# ---- block 1 ----
### Placed cells, one color a class, block 1

Fill, decap, tap and diode cells in gray.
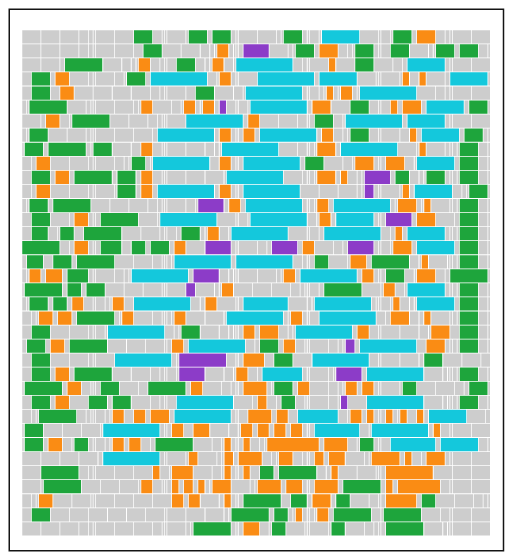

$ cat src/rtl/proc_pkg.sv
// Shared core types for the memory access pipeline: word/register sizing and the in-flight
// entry record carried through the slots.
package proc_pkg;

  localparam int unsigned WORD_SIZE = 16;
  localparam int unsigned NUM_REGS  = 8;
  localparam int unsigned REG_BITS  = $clog2(NUM_REGS);

  typedef struct packed {
    logic                 valid;
    logic                 read;
    logic                 writeback;
    logic [REG_BITS-1:0]  rd;
    logic [WORD_SIZE-1:0] addr;
    logic [WORD_SIZE-1:0] data;
  } mem_entry_t;

endpackage

$ cat src/rtl/mem_slot_lookup.sv
// Priority search of the in-flight entries (index 0 youngest) for the youngest writeback to
// rd_i; a hit is reported only when that youngest match is a non-load.
module mem_slot_lookup
  import proc_pkg::*;
#(
  parameter int unsigned Depth = 3
) (
  input  mem_entry_t [Depth-1:0] entries_i,
  input  logic [REG_BITS-1:0]    rd_i,
  output logic                   hit_o,
  output logic [WORD_SIZE-1:0]   data_o
);

  logic unused_addr;

  always_comb begin
    hit_o       = 1'b0;
    data_o      = '0;
    unused_addr = 1'b0;
    // Walk oldest to youngest so the youngest match overwrites the rest.
    for (int k = int'(Depth) - 1; k >= 0; k--) begin
      unused_addr = unused_addr ^ (^entries_i[k].addr);
      if (entries_i[k].valid && entries_i[k].writeback && (entries_i[k].rd == rd_i)) begin
        hit_o  = ~entries_i[k].read;
        data_o = entries_i[k].read ? '0 : entries_i[k].data;
      end
    end
  end

endmodule

$ cat src/rtl/mem_access_pipe.sv
// Data-memory access pipeline between Execute and Writeback with DataDone stalling and a
// pending-writeback mask. Define MEM_FWD_EN to add the result-forwarding ports.
module mem_access_pipe
  import proc_pkg::*;
#(
  parameter int unsigned MEM_LATENCY = 3
) (
  input  logic                   Clock,
  input  logic                   Reset,
  input  logic                   in_valid,
  output logic                   in_ready,
  input  logic                   in_read,
  input  logic                   in_write,
  input  logic [WORD_SIZE-1:0]   in_addr,
  input  logic [WORD_SIZE-1:0]   in_wdata,
  input  logic [WORD_SIZE-1:0]   in_result,
  input  logic [REG_BITS-1:0]    in_rd,
  input  logic                   in_writeback,
  output logic [WORD_SIZE-1:0]   DataAddr,
  output logic [WORD_SIZE-1:0]   DataOut,
  output logic                   ReadData,
  output logic                   WriteData,
  input  logic [WORD_SIZE-1:0]   DataIn,
  input  logic                   DataDone,
  output logic                   out_valid,
  output logic [REG_BITS-1:0]    out_rd,
  output logic [WORD_SIZE-1:0]   out_data,
  output logic                   out_writeback,
  output logic [NUM_REGS-1:0]    busy_mask,
`ifdef MEM_FWD_EN
  input  logic [REG_BITS-1:0]    fwd_reg,
  output logic                   fwd_hit,
  output logic [WORD_SIZE-1:0]   fwd_data,
`endif
  output logic [$clog2(MEM_LATENCY+1)-1:0] pending_cnt
);

  localparam int unsigned NumSlots = (MEM_LATENCY > 1) ? MEM_LATENCY - 1 : 1;
  localparam int unsigned CntW     = $clog2(MEM_LATENCY + 1);
`ifdef MEM_FWD_EN
  localparam bit BusyLoadsOnly = 1'b1;
`else
  localparam bit BusyLoadsOnly = 1'b0;
`endif

  mem_entry_t                   slots_q [NumSlots];
  mem_entry_t                   out_q;
  mem_entry_t                   in_entry;
  mem_entry_t                   tail;
  mem_entry_t                   tail_cap;
  mem_entry_t [MEM_LATENCY-1:0] flight;

  assign in_ready  = DataDone;
  assign ReadData  = in_valid & in_read & ~in_write;
  assign WriteData = in_valid & in_write;
  assign DataAddr  = in_addr;
  assign DataOut   = WriteData ? in_wdata : '0;

  // Read+write together is treated as a store; stores never write back.
  always_comb begin
    in_entry = '0;
    if (in_valid) begin
      in_entry.valid     = 1'b1;
      in_entry.read      = in_read & ~in_write;
      in_entry.writeback = in_writeback & ~in_write;
      in_entry.rd        = in_rd;
      in_entry.addr      = in_addr;
      in_entry.data      = in_result;
    end
  end

  // The request cycle itself is the first latency stage, so L-1 slot registers feed out_q.
  assign tail = (MEM_LATENCY > 1) ? slots_q[NumSlots-1] : in_entry;

  always_comb begin
    tail_cap = tail;
    if (tail.read) tail_cap.data = DataIn;
  end

  always_ff @(posedge Clock) begin
    if (Reset) begin
      for (int k = 0; k < int'(NumSlots); k++) slots_q[k] <= '0;
      out_q <= '0;
    end else if (DataDone) begin
      slots_q[0] <= in_entry;
      for (int k = 1; k < int'(NumSlots); k++) slots_q[k] <= slots_q[k-1];
      out_q <= tail_cap;
    end else begin
      out_q <= '0;
    end
  end

  assign out_valid     = out_q.valid;
  assign out_rd        = out_q.rd;
  assign out_data      = out_q.data;
  assign out_writeback = out_q.writeback;

  always_comb begin
    for (int k = 0; k < int'(MEM_LATENCY) - 1; k++) flight[k] = slots_q[k];
    flight[MEM_LATENCY-1] = out_q;
  end

  always_comb begin
    busy_mask   = '0;
    pending_cnt = '0;
    for (int k = 0; k < int'(MEM_LATENCY); k++) begin
      if (flight[k].valid) begin
        pending_cnt = pending_cnt + CntW'(1);
        if (flight[k].writeback && (!BusyLoadsOnly || flight[k].read)) begin
          busy_mask[flight[k].rd] = 1'b1;
        end
      end
    end
  end

  logic                 lookup_hit;
  logic [WORD_SIZE-1:0] lookup_data;
  logic [REG_BITS-1:0]  lookup_rd;
  logic                 unused_bits;

`ifdef MEM_FWD_EN
  assign lookup_rd   = fwd_reg;
  assign fwd_hit     = lookup_hit;
  assign fwd_data    = lookup_data;
  assign unused_bits = ^{out_q.addr, out_q.read};
`else
  // Lookup stays instantiated so the hierarchy is the same in both builds.
  assign lookup_rd   = '0;
  assign unused_bits = ^{out_q.addr, out_q.read, lookup_hit, lookup_data};
`endif

  mem_slot_lookup #(
    .Depth(MEM_LATENCY)
  ) u_lookup (
    .entries_i(flight),
    .rd_i     (lookup_rd),
    .hit_o    (lookup_hit),
    .data_o   (lookup_data)
  );

endmodule
$ cat config.mk
export PLATFORM = sky130hd
export DESIGN_NAME = mem_access_pipe
export DESIGN_NICKNAME = d
export VERILOG_FILES = /design/src/rtl/proc_pkg.sv /design/src/rtl/mem_slot_lookup.sv /design/src/rtl/mem_access_pipe.sv
export SDC_FILE = /design/constraint.sdc
export NUM_CORES = 1
export LEC_CHECK = 0
export CELL_PAD_IN_SITES_DETAIL_PLACEMENT = 1
export CELL_PAD_IN_SITES_GLOBAL_PLACEMENT = 1
export CORE_ASPECT_RATIO = 1.1
export CORE_MARGIN = 2
export CORE_UTILIZATION = 33
export CTS_CLUSTER_SIZE = 40
export DETAILED_ROUTE_END_ITERATION = 10
export GPL_ROUTABILITY_DRIVEN = 0
export PLACE_DENSITY_LB_ADDON = 0.2
export SYNTH_ARGS = -nofsm -noshare
export SYNTH_HDL_FRONTEND = slang
export SYNTH_SLANG_ARGS = --single-unit
export TNS_END_PERCENT = 100
$ cat constraint.sdc
create_clock -name Clock -period 2.2 [get_ports Clock]
set_input_delay 0.66 -clock Clock [delete_from_list [all_inputs] [get_ports Clock]]
set_output_delay 0.66 -clock Clock [all_outputs]
set_load 0.05 [all_outputs]
# ---- block 2 ----
===== config.mk =====
export PLATFORM = sky130hd
export DESIGN_NAME = relu_maxpool_flat
export DESIGN_NICKNAME = d
export VERILOG_FILES = /design/src/rtl/relu_maxpool_pkg.sv /design/src/rtl/relu_maxpool_if.sv /design/src/rtl/relu_maxpool_pool_line_buffer.sv /design/src/rtl/relu_maxpool.sv /design/src/flat_wrapper.sv
export SDC_FILE = /design/constraint.sdc
export NUM_CORES = 1
export LEC_CHECK = 0
export CORE_MARGIN = 5
export CORE_UTILIZATION = 50
export DETAILED_ROUTE_END_ITERATION = 10
export HOLD_SLACK_MARGIN = 0.1
export PLACE_DENSITY = 0.67
export SYNTH_ARGS = -nofsm -noshare
export SYNTH_HDL_FRONTEND = slang
export SYNTH_SLANG_ARGS = --single-unit
export TNS_END_PERCENT = 1

===== constraint.sdc =====
create_clock -name clk -period 5.1 [get_ports clk]
set_input_delay 1.275 -clock clk [delete_from_list [all_inputs] [get_ports clk]]
set_output_delay 1.275 -clock clk [all_outputs]
set_load 0.005 [all_outputs]

===== src/rtl/relu_maxpool_pkg.sv =====
// rtl/relu_maxpool_pkg.sv - shared constants and requantisation helper for the relu/maxpool stage
package conv_pkg;

    localparam int DEF_SUM_BW  = 16;
    localparam int DEF_DATA_BW = 8;
    localparam int DEF_IN_W    = 28;
    localparam int DEF_IN_H    = 28;

    localparam int SAT_MAX = 2 ** (DEF_DATA_BW - 1) - 1;
    localparam int COL_BW  = $clog2(DEF_IN_W);
    localparam int ROW_BW  = $clog2(DEF_IN_H);
    localparam int POOL_W  = DEF_IN_W / 2;

    // ReLU followed by saturation to the largest positive DATA_BW value.
    function automatic logic signed [31:0] sat_relu(input logic signed [31:0] s,
                                                    input int data_bw = DEF_DATA_BW);
        logic signed [31:0] sat_max;
        sat_max = (32'sd1 <<< (data_bw - 1)) - 32'sd1;
        if (s < 0) begin
            return '0;
        end
        if (s > sat_max) begin
            return sat_max;
        end
        return s;
    endfunction

endpackage


===== src/rtl/relu_maxpool_if.sv =====
// rtl/relu_maxpool_if.sv - sample-in / pooled-out signal bundle for the relu/maxpool stage
interface relu_maxpool_if #(
    parameter int SUM_BW  = 16,
    parameter int DATA_BW = 8
);
    logic signed [SUM_BW-1:0]  i_y;
    logic                      i_valid;
    logic                      i_clear;
    logic signed [DATA_BW-1:0] o_x;
    logic                      o_valid;
    logic                      o_frame_done;

    modport master (
        output i_y, i_valid, i_clear,
        input  o_x, o_valid, o_frame_done
    );

    modport slave (
        input  i_y, i_valid, i_clear,
        output o_x, o_valid, o_frame_done
    );
endinterface


===== src/rtl/relu_maxpool_pool_line_buffer.sv =====
// rtl/relu_maxpool_pool_line_buffer.sv - one-row store of horizontal maxima between even and odd rows
module pool_line_buffer #(
    parameter int DEPTH   = 14,
    parameter int DATA_BW = 8,
    parameter int AW      = 4
) (
    input  logic               clk,
    input  logic               we_i,
    input  logic [AW-1:0]      waddr_i,
    input  logic [DATA_BW-1:0] wdata_i,
    input  logic [AW-1:0]      raddr_i,
    output logic [DATA_BW-1:0] rdata_o
);

    // Contents are never reset: every even row writes an entry before the odd row reads it.
    logic [DATA_BW-1:0] mem_q [DEPTH];

    // Write port: store the horizontal max of an even-row pair.
    always_ff @(posedge clk) begin
        if (we_i) begin
            mem_q[waddr_i] <= wdata_i;
        end
    end

    assign rdata_o = mem_q[raddr_i];

endmodule


===== src/rtl/relu_maxpool.sv =====
// rtl/relu_maxpool.sv - requantise, ReLU/saturate and 2x2 stride-2 max-pool a raster sample stream
module relu_maxpool
    import conv_pkg::*;
#(
    parameter int SUM_BW  = 16,
    parameter int DATA_BW = 8,
    parameter int IN_W    = 28,
    parameter int IN_H    = 28,
    parameter int SHIFT   = 0
) (
    input  logic           clk,
    input  logic           rst_n,
    relu_maxpool_if.slave  bus
);

    localparam int  CBW   = (IN_W > 1) ? $clog2(IN_W) : 1;
    localparam int  RBW   = (IN_H > 1) ? $clog2(IN_H) : 1;
    localparam int  PW    = IN_W / 2;
    localparam int  PH    = IN_H / 2;
    localparam int  LB_D  = (PW > 0) ? PW : 1;
    localparam int  LB_AW = (PW > 1) ? $clog2(PW) : 1;
    localparam bit  H_ODD = (IN_H % 2) == 1;

    logic [CBW-1:0]            col_q, col_d;
    logic [RBW-1:0]            row_q, row_d;
    logic signed [DATA_BW-1:0] h_q, h_d;
    logic signed [DATA_BW-1:0] o_x_q, o_x_d;
    logic                      o_valid_q, o_valid_d;
    logic                      fd_q, fd_d;

    logic signed [SUM_BW-1:0]  s_sh;
    logic signed [DATA_BW-1:0] q, hmax, vmax, lb_rd;
    logic [DATA_BW-1:0]        lb_rdata;
    logic                      accept, last_col, last_row, col_odd, row_odd;
    logic                      in_pool, out_fire, lb_we;
    logic [LB_AW-1:0]          lb_addr;

    // Datapath: requantise the incoming sample and form horizontal/vertical maxima.
    always_comb begin
        s_sh     = bus.i_y >>> SHIFT;
        q        = DATA_BW'(sat_relu(32'(s_sh), DATA_BW));
        accept   = bus.i_valid && !bus.i_clear;
        last_col = (32'(col_q) == IN_W - 1);
        last_row = (32'(row_q) == IN_H - 1);
        col_odd  = col_q[0];
        row_odd  = row_q[0];
        // Trailing column/row of an odd-sized map is consumed but never pooled.
        in_pool  = (32'(col_q) < 2 * PW) && (32'(row_q) < 2 * PH);
        lb_addr  = LB_AW'(col_q >> 1);
        lb_rd    = lb_rdata;
        hmax     = (q > h_q) ? q : h_q;
        vmax     = (lb_rd > hmax) ? lb_rd : hmax;
        out_fire = accept && col_odd && row_odd && in_pool;
        lb_we    = accept && col_odd && !row_odd && in_pool;
    end

    // Next-state: counters advance per accepted sample; outputs are single-cycle pulses.
    always_comb begin
        col_d     = col_q;
        row_d     = row_q;
        h_d       = h_q;
        o_x_d     = '0;
        o_valid_d = 1'b0;
        fd_d      = 1'b0;
        if (bus.i_clear) begin
            col_d = '0;
            row_d = '0;
        end else if (bus.i_valid) begin
            if (last_col) begin
                col_d = '0;
                row_d = last_row ? '0 : row_q + RBW'(1);
            end else begin
                col_d = col_q + CBW'(1);
            end
            if (!col_odd) begin
                h_d = q;
            end
            if (out_fire) begin
                o_x_d     = vmax;
                o_valid_d = 1'b1;
            end
            if (H_ODD) begin
                fd_d = last_col && last_row;
            end else begin
                fd_d = out_fire && last_row && (32'(col_q) == 2 * PW - 1);
            end
        end
    end

    // State registers with asynchronous active-low reset.
    always_ff @(posedge clk or negedge rst_n) begin
        if (!rst_n) begin
            col_q     <= '0;
            row_q     <= '0;
            h_q       <= '0;
            o_x_q     <= '0;
            o_valid_q <= 1'b0;
            fd_q      <= 1'b0;
        end else begin
            col_q     <= col_d;
            row_q     <= row_d;
            h_q       <= h_d;
            o_x_q     <= o_x_d;
            o_valid_q <= o_valid_d;
            fd_q      <= fd_d;
        end
    end

    pool_line_buffer #(
        .DEPTH   (LB_D),
        .DATA_BW (DATA_BW),
        .AW      (LB_AW)
    ) u_lb (
        .clk     (clk),
        .we_i    (lb_we),
        .waddr_i (lb_addr),
        .wdata_i (hmax),
        .raddr_i (lb_addr),
        .rdata_o (lb_rdata)
    );

    assign bus.o_x          = o_x_q;
    assign bus.o_valid      = o_valid_q;
    assign bus.o_frame_done = fd_q;

endmodule


===== src/flat_wrapper.sv =====
// flat-port wrapper written by rule: the top's interface ports become plain ports
module relu_maxpool_flat import conv_pkg::*;
#(
    parameter int SUM_BW  = 16,
    parameter int DATA_BW = 8,
    parameter int IN_W    = 28,
    parameter int IN_H    = 28,
    parameter int SHIFT   = 0
)
  (clk, rst_n, bus_i_y, bus_i_valid, bus_i_clear, bus_o_x, bus_o_valid, bus_o_frame_done);
  relu_maxpool_if #(.SUM_BW(SUM_BW), .DATA_BW(DATA_BW)) bus_i ();
  input  logic clk;
  input  logic rst_n;
  input wire logic [$bits(bus_i.i_y)-1:0] bus_i_y;
  input wire logic [$bits(bus_i.i_valid)-1:0] bus_i_valid;
  input wire logic [$bits(bus_i.i_clear)-1:0] bus_i_clear;
  output wire logic [$bits(bus_i.o_x)-1:0] bus_o_x;
  output wire logic [$bits(bus_i.o_valid)-1:0] bus_o_valid;
  output wire logic [$bits(bus_i.o_frame_done)-1:0] bus_o_frame_done;
  assign bus_i.i_y = bus_i_y;
  assign bus_i.i_valid = bus_i_valid;
  assign bus_i.i_clear = bus_i_clear;
  assign bus_o_x = bus_i.o_x;
  assign bus_o_valid = bus_i.o_valid;
  assign bus_o_frame_done = bus_i.o_frame_done;
  relu_maxpool #(.SUM_BW(SUM_BW), .DATA_BW(DATA_BW), .IN_W(IN_W), .IN_H(IN_H), .SHIFT(SHIFT)) u_core (.clk(clk), .rst_n(rst_n), .bus(bus_i));
endmodule

# ---- block 3 ----
--- config.mk ---
export PLATFORM = sky130hd
export DESIGN_NAME = inst_encoder
export DESIGN_NICKNAME = d
export VERILOG_FILES = /design/src/rtl/inst_encoder_pkg.sv /design/src/rtl/inst_encoder_pack.sv /design/src/rtl/inst_encoder.sv
export SDC_FILE = /design/constraint.sdc
export NUM_CORES = 1
export LEC_CHECK = 0
export CAP_MARGIN = 40
export CORE_MARGIN = 2
export CORE_UTILIZATION = 40
export CTS_CLUSTER_SIZE = 28
export DETAILED_ROUTE_END_ITERATION = 10
export PLACE_DENSITY = 0.71
export SKIP_CTS_REPAIR_TIMING = 1
export SLEW_MARGIN = 5
export SYNTH_ARGS = -nofsm -noshare
export SYNTH_HDL_FRONTEND = slang
export SYNTH_SLANG_ARGS = --single-unit
--- constraint.sdc ---
create_clock -name iClk -period 7.8 [get_ports iClk]
set_input_delay 1.17 -clock iClk [delete_from_list [all_inputs] [get_ports iClk]]
set_output_delay 1.17 -clock iClk [all_outputs]
set_load 0.005 [all_outputs]
--- src/rtl/inst_encoder_pkg.sv ---
// Shared RV32I encoder types: opcode enumeration, decoded-instruction record and constants.
package inst_encoder_pkg;

    localparam int unsigned cXLEN = 32;
    localparam int unsigned cCntW = 16;
    localparam logic [cXLEN-1:0] cNopInst = 32'h0000_0013;

    typedef enum logic [6:0] {
        Load    = 7'b0000011,
        Fence   = 7'b0001111,
        Immedi  = 7'b0010011,
        AuIpc   = 7'b0010111,
        Store   = 7'b0100011,
        Reg     = 7'b0110011,
        Lui     = 7'b0110111,
        Branch  = 7'b1100011,
        Jalr    = 7'b1100111,
        Jal     = 7'b1101111,
        CntrlSt = 7'b1110011
    } tOpcodeEnum;

    // Opcode is kept raw so records carrying non-RV32I opcodes can be flagged.
    typedef struct packed {
        logic [6:0]       opcode;
        logic [4:0]       rdAddr;
        logic [4:0]       rs1Addr;
        logic [4:0]       rs2Addr;
        logic [2:0]       funct3;
        logic [6:0]       funct7;
        logic [cXLEN-1:0] imm;
        logic [cXLEN-1:0] curPc;
    } tDecodedInst;

    // True when bits [cXLEN-1:msb] of v are all copies of one value.
    function automatic logic sextFits(input logic [cXLEN-1:0] v, input int unsigned msb);
        logic signed [cXLEN-1:0] sh;
        sh = $signed(v) >>> msb;
        return (sh == '0) || (sh == '1);
    endfunction

endpackage

--- src/rtl/inst_encoder_pack.sv ---
// Combinational packer: decoded record to 32-bit RV32I word plus an unencodable flag.
module inst_pack
    import inst_encoder_pkg::*;
(
    input  tDecodedInst      iRec,
    output logic [cXLEN-1:0] oWord,
    output logic             oIllegal
);

    logic [6:0]       op;
    logic [4:0]       rd;
    logic [4:0]       rs1;
    logic [4:0]       rs2;
    logic [2:0]       f3;
    logic [6:0]       f7;
    logic [cXLEN-1:0] imm;
    logic [cXLEN-1:0] iForm;
    logic [cXLEN-1:0] word;
    logic             bad;
    logic             unusedPc;

    assign op       = iRec.opcode;
    assign rd       = iRec.rdAddr;
    assign rs1      = iRec.rs1Addr;
    assign rs2      = iRec.rs2Addr;
    assign f3       = iRec.funct3;
    assign f7       = iRec.funct7;
    assign imm      = iRec.imm;
    assign iForm    = {imm[11:0], rs1, f3, rd, op};
    assign unusedPc = ^iRec.curPc;

    always_comb begin
        word = '0;
        bad  = 1'b0;
        case (op)
            Reg: begin
                word = {f7, rs2, rs1, f3, rd, op};
                bad  = !(f7 == 7'h00 || (f7 == 7'h20 && (f3 == 3'b000 || f3 == 3'b101)));
            end
            Immedi: begin
                if (f3 == 3'b001 || f3 == 3'b101) begin
                    // Shift-immediates: upper immediate bits come from funct7.
                    word = {f7, imm[4:0], rs1, f3, rd, op};
                    bad  = (f3 == 3'b001) ? (f7 != 7'h00) : !(f7 == 7'h00 || f7 == 7'h20);
                end else begin
                    word = iForm;
                    bad  = !sextFits(imm, 11);
                end
            end
            Load, Jalr, Fence, CntrlSt: begin
                word = iForm;
                bad  = !sextFits(imm, 11);
            end
            Store: begin
                word = {imm[11:5], rs2, rs1, f3, imm[4:0], op};
                bad  = !sextFits(imm, 11);
            end
            Branch: begin
                word = {imm[12], imm[10:5], rs2, rs1, f3, imm[4:1], imm[11], op};
                bad  = !sextFits(imm, 12) || imm[0];
            end
            Lui, AuIpc: begin
                word = {imm[31:12], rd, op};
                bad  = (imm[11:0] != 12'h000);
            end
            Jal: begin
                word = {imm[20], imm[10:1], imm[11], imm[19:12], rd, op};
                bad  = !sextFits(imm, 20) || imm[0];
            end
            default: bad = 1'b1;
        endcase
        oWord    = bad ? cNopInst : word;
        oIllegal = bad;
    end

endmodule

--- src/rtl/inst_encoder.sv ---
// Two-stage RV32I instruction encoder with valid/ready handshakes and output statistics.
module inst_encoder
    import inst_encoder_pkg::*;
(
    input  logic             iClk,
    input  logic             iRst,
    input  tDecodedInst      iDecoded,
    input  logic             iValid,
    output logic             oReady,
    output logic [cXLEN-1:0] oInst,
    output logic [cXLEN-1:0] oPc,
    output logic             oIllegal,
    output logic             oValid,
    input  logic             iReady,
    output logic [cCntW-1:0] oEncCount,
    output logic [cCntW-1:0] oIllCount
);

    logic             s1Valid;
    tDecodedInst      s1Rec;
    logic             adv;
    logic [cXLEN-1:0] packWord;
    logic             packIllegal;

    // iReady reaches oReady combinationally; iValid never does.
    assign adv    = !oValid || iReady;
    assign oReady = !s1Valid || adv;

    inst_pack uPack (
        .iRec     (s1Rec),
        .oWord    (packWord),
        .oIllegal (packIllegal)
    );

    always_ff @(posedge iClk or posedge iRst) begin
        if (iRst) begin
            s1Valid <= 1'b0;
            s1Rec   <= '0;
        end else if (oReady) begin
            s1Valid <= iValid;
            if (iValid) begin
                s1Rec <= iDecoded;
            end
        end
    end

    always_ff @(posedge iClk or posedge iRst) begin
        if (iRst) begin
            oValid   <= 1'b0;
            oInst    <= '0;
            oPc      <= '0;
            oIllegal <= 1'b0;
        end else if (adv) begin
            oValid <= s1Valid;
            if (s1Valid) begin
                oInst    <= packWord;
                oPc      <= s1Rec.curPc;
                oIllegal <= packIllegal;
            end
        end
    end

    always_ff @(posedge iClk or posedge iRst) begin
        if (iRst) begin
            oEncCount <= '0;
            oIllCount <= '0;
        end else if (oValid && iReady) begin
            oEncCount <= oEncCount + cCntW'(1);
            if (oIllegal) begin
                oIllCount <= oIllCount + cCntW'(1);
            end
        end
    end

endmodule


==> screenshots <==
Routed clock nets over the placement.
Plate I
Scale bar: 20 um.
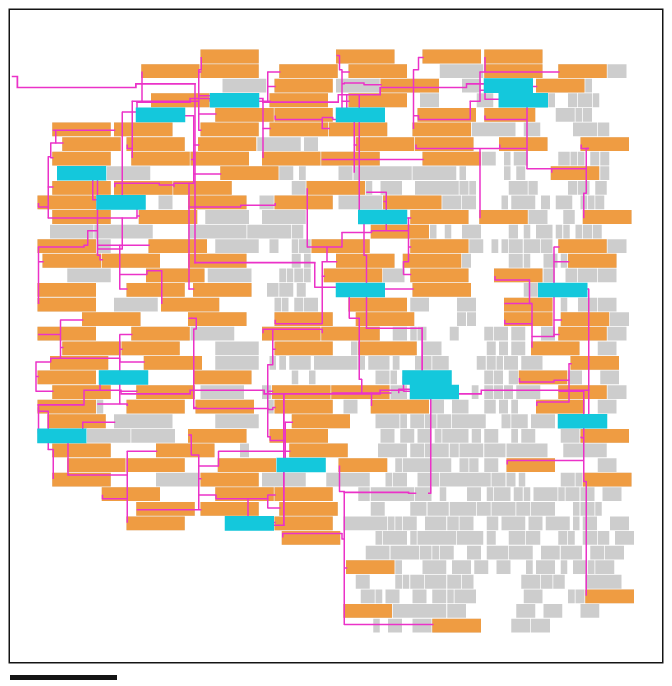
Plate II
Scale bar: 20 um.
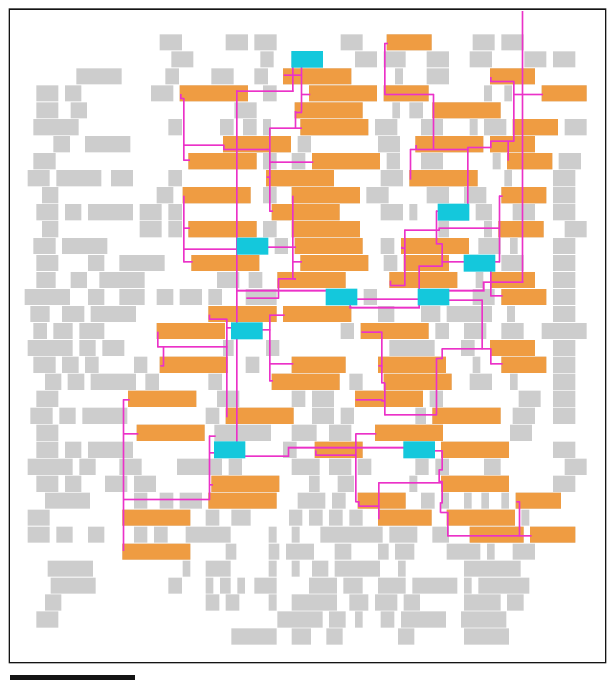
Plate III
Scale bar: 50 um.
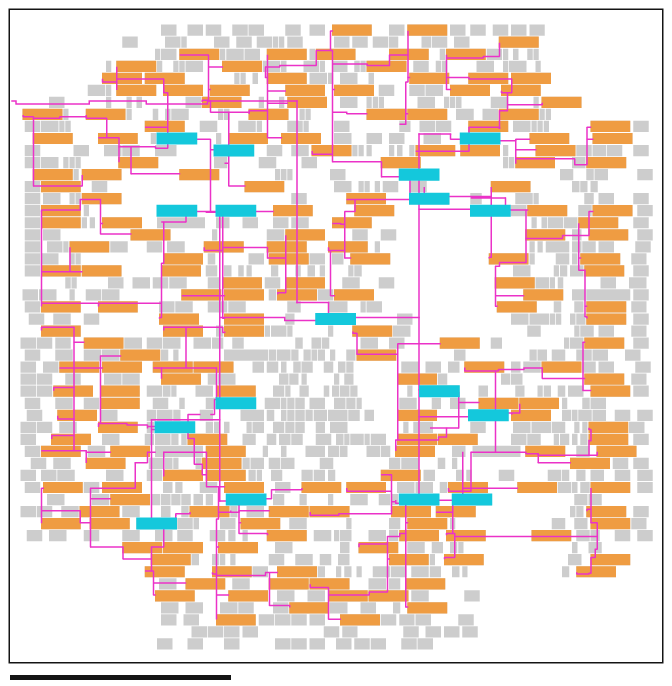
Plate II comes from block 1.
Plate III comes from block 3.
Plate I comes from block 2.

### Placed cells, one color a class, block 2

Fill, decap, tap and diode cells in gray.
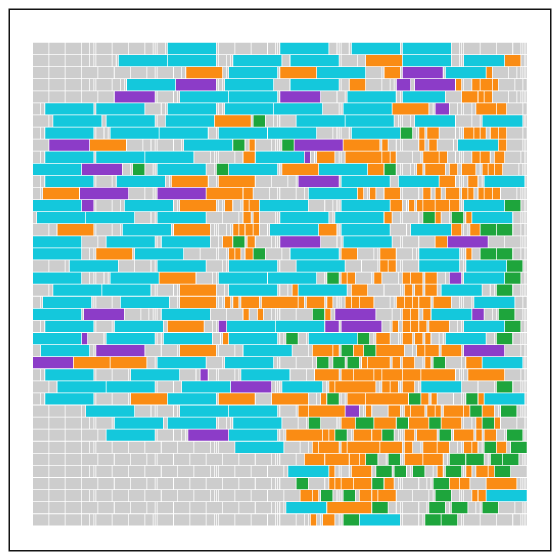
cyan -> sequential cells  # cells 140, share of their area 54%
orange -> combinational and other logic  # cells 257, share of their area 30%
green -> remaining buffers and delay cells  # cells 73, share of their area 8.3%
purple -> clock drivers and dummy loads  # cells 32, share of their area 8.2%
number of cell rows: 40
final core utilization: 64.3%
Core Footprint: 12100 sq um
finished layout cell area: 7790 sq um

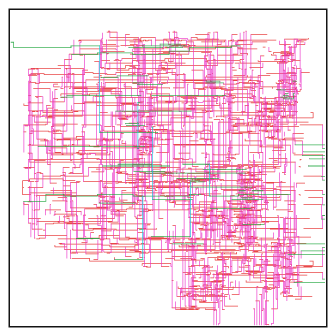
*Signal wires by layer, block 2*
red -> metal 1  # wire length 6020 um
cyan -> metal 4  # wire length 137 um
magenta -> metal 2  # wire length 6690 um
green -> metal 3  # wire length 864 um
Routed wire per std cell: 20.5 um
gr usage total: 19.4%
DR vias: 3782
WL final: 13700 um

==> flow_metrics.py, block 2 <==
# Generated from Yosys and OpenROAD reports
metrics = {
    "run_status": {
        "outcome": "complete, no violations",
    },
    "power": {
        "ir_worst_vdd_mv": 0.299,
    },
    "clock_network": {
        "postCtsSetupRepairBufs": 0,
        "clock-sinks": 140,
        "ctsHoldBuffers": 0,
        "worst_skew_pair.late_latency_ns": 0.42,
    },
    "logic_synthesis": {
        "synth_compound_gate_area_share_pct": 6.68,
        "synthXorXnorAreaFrac_pct": 0.282,
    },
    "cells_and_area": {
        "final_layout_top_logic_cell": "edfxtp_1",
    },
}
-- block 2: synth_stat cells, drive strengths merged (5+ instances only) --
cell type,count
edfxtp,112
o21ai,13
nor3,7
buf,6
inv,18
mux4,28
a21oi,19
clkbuf,11
nor2b,5
dfrtp,28
a211oi,5
nor2,34
nand2,29
mux2i,14
o31ai,7
nand3,10
ha,15
-- block 2: metal layers --
layer  routed length (um)  track usage [%]  share of wire [%]  vias to the layer above
li1                     -                -                  -                     1743
met1                 6020             26.3                 44                     1903
met2                 6690             30.4                 49                      123
met3                  863             5.99                6.3                       13
met4                  136             6.16               0.99                        0
met5                    0                0                  0                        -
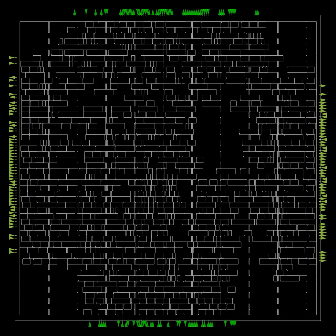
*Cell outlines without signal wires, block 3*
sequential fraction of total cell area: 43.8%
number of sequential cells: 195

==> flow_metrics.py, block 3 <==
# Generated from Yosys and OpenROAD reports
metrics = {
    "run_status": {
        "outcome": "complete, no violations",
    },
    "cells_and_area": {
        "filler_cells_inserted": 1739,
        "final_layout_top_logic_cell": "clkdlybuf4s50_1",
        "area.share.combinational_pct": 28.6,
        "largest_cell_class": "registers",
        "logic_gates": 468,
    },
    "logic_synthesis": {
        "synthDistinctLibCells": 54,
        "synth_async_sr_flop_share_pct": 100,
    },
    "setup_path": {
        "worst-setup-path-type": "input port to primary output",
        "cp_slowest_stage_delay_ns": 0.58,
        "critical_path.cell_chain": "clkdlybuf4s50_1 > nand3b_1 > clkdlybuf4s50_1",
    },
    "floorplanning": {
        "die-width_um": 147,
        "tapcell.inserted": 270,
    },
    "hold_path": {
        "min_path_cells": 2,
    },
    "flow_run": {
        "maxCapViolations": 0,
    },
    "power": {
        "top_power_group": "registers",
        "pwr.group.combinational_mw": 0.498,
        "p_sw_mw": 0.724,
    },
    "clock_network": {
        "clk_pin_slew_ns": 0.07,
    },
    "placed_design": {
        "hpwl_after_detailed_placement_um": 13900,
    },
    "sta": {
        "final_max_slew_viol_count": 0,
        "layout_worst_path_cycle_share_pct": 47.7,
    },
    "detailed_routing": {
        "wirelength_um": 19600,
    },
}
-- block 3: worst max path at each step --
stage / startpoint / to / slack (ns) / depth (start not counted)
2_1_floorplan: iRst / oEncCount[0] / 1.32 / 1
3_3_place_gp: iReady / oReady / 4.09 / 3
3_5_place_dp: iReady / oReady / 4.08 / 3
4_1_cts: iReady / oReady / 4.08 / 3
5_1_grt: iReady / oReady / 4.00 / 3
6_report: iReady / oReady / 4.08 / 3
-- block 3: worst max-delay path: cells and delay by family --
family,cells,cell delay (ns)
AND/OR/NAND/NOR,1,0.24
buffers and inverters,2,1.14
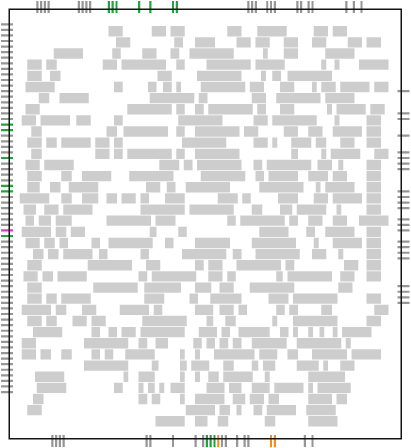
*Pin placement, block 1*
Pins as bars across the die edge, other pins in gray.
orange -> `out_rd`  # pins 3, direction output, edge bottom
magenta -> `ReadData`  # pins 1, direction output, edge left
green -> `in_result`  # pins 16, direction input, edge 7 top, 6 left, 3 bottom
all pins by edge = 67 left, 28 top, 23 right, 22 bottom
die width: 95.3 um
die height: 104 um
total of buffers placed on input and output ports: 107

## Picture notes: 'Placed cells, one color a class' of block 1
purple -> clock drivers and dummy loads  # cells 16, share of their area 4.1%
cyan -> sequential cells  # cells 65, share of their area 39%
green -> remaining buffers and delay cells  # cells 124, share of their area 33%
orange -> combinational and other logic  # cells 150, share of their area 24%
Core Footprint: 8870 sq um
sequential fraction of total cell area: 37.5%
number of cell rows: 36
final core utilization: 52.7%

==> flow_metrics.py, block 1 <==
# Generated from Yosys and OpenROAD reports
metrics = {
    "run_status": {
        "outcome": "complete, no violations",
    },
    "logic_synthesis": {
        "yosysChipArea_sq_um": 3030,
        "post_synth_most_frequent_cells": "edfxtp_1, and3_1, buf_4",
        "yosysTopAreaCellShare_pct": 43.6,
        "syn-mean-instance-area_sq_um": 11.4,
        "synth_async_sr_flop_share_pct": 0,
        "syn_area_sq_um": 3030,
    },
    "power": {
        "power.internal_mw": 2.15,
        "pwr-share-comb_pct": 18.5,
        "seq_power_share_pct": 49.3,
    },
    "grt": {
        "met3_usage_pct": 6.30,
    },
    "detailed_routing": {
        "route.antenna.remaining_nets": 0,
        "met1Wirelength_um": 2670,
    },
    "setup_path": {
        "worst_r2r_dst": "out_data[7]",
        "cp_data_arrival_time_ns": 1.53,
        "r2r_setup_slack_ns": 1.15,
        "worst_path_max_delay_cell": "or3b_1",
        "critical_path_peak_fanout": 4,
    },
    "cells_and_area": {
        "layoutNonFillerInstCount": 469,
        "logic_gates": 147,
    },
    "hold_path": {
        "hold_path_class": "flip-flop to flip-flop",
    },
    "placed_design": {
        "hpwl_after_detailed_placement_um": 5140,
    },
    "sta": {
        "finalHoldViolations": 0,
        "layout_worst_path_cycle_share_pct": 99.5,
    },
    "clock_network": {
        "tritoncts": "done",
    },
}
[block 1: sequential cells by signal (all words and copies together), names as in the netlist]
register and flops:
out_data 16, out_rd 3, out_writeback 1, slots_q 44
out_valid 1
[block 1: logic make-up (layout without fill, tap and decap cells)]
group                    after synthesis  count (layout)  synth area share [%]
AND-OR/OR-AND                          8               8                  2.07
XOR/XNOR                               1               1                 0.289
adder cells (fa/ha/maj)                2               2                 0.826
buffers and inverters                 53             143                  11.4
flip-flops                            65              65                  57.5
multiplexers                          17              17                  5.62
AND/OR/NAND/NOR                      119             119                  22.3

No activity file was given, so power comes from the tool's default toggle rates.
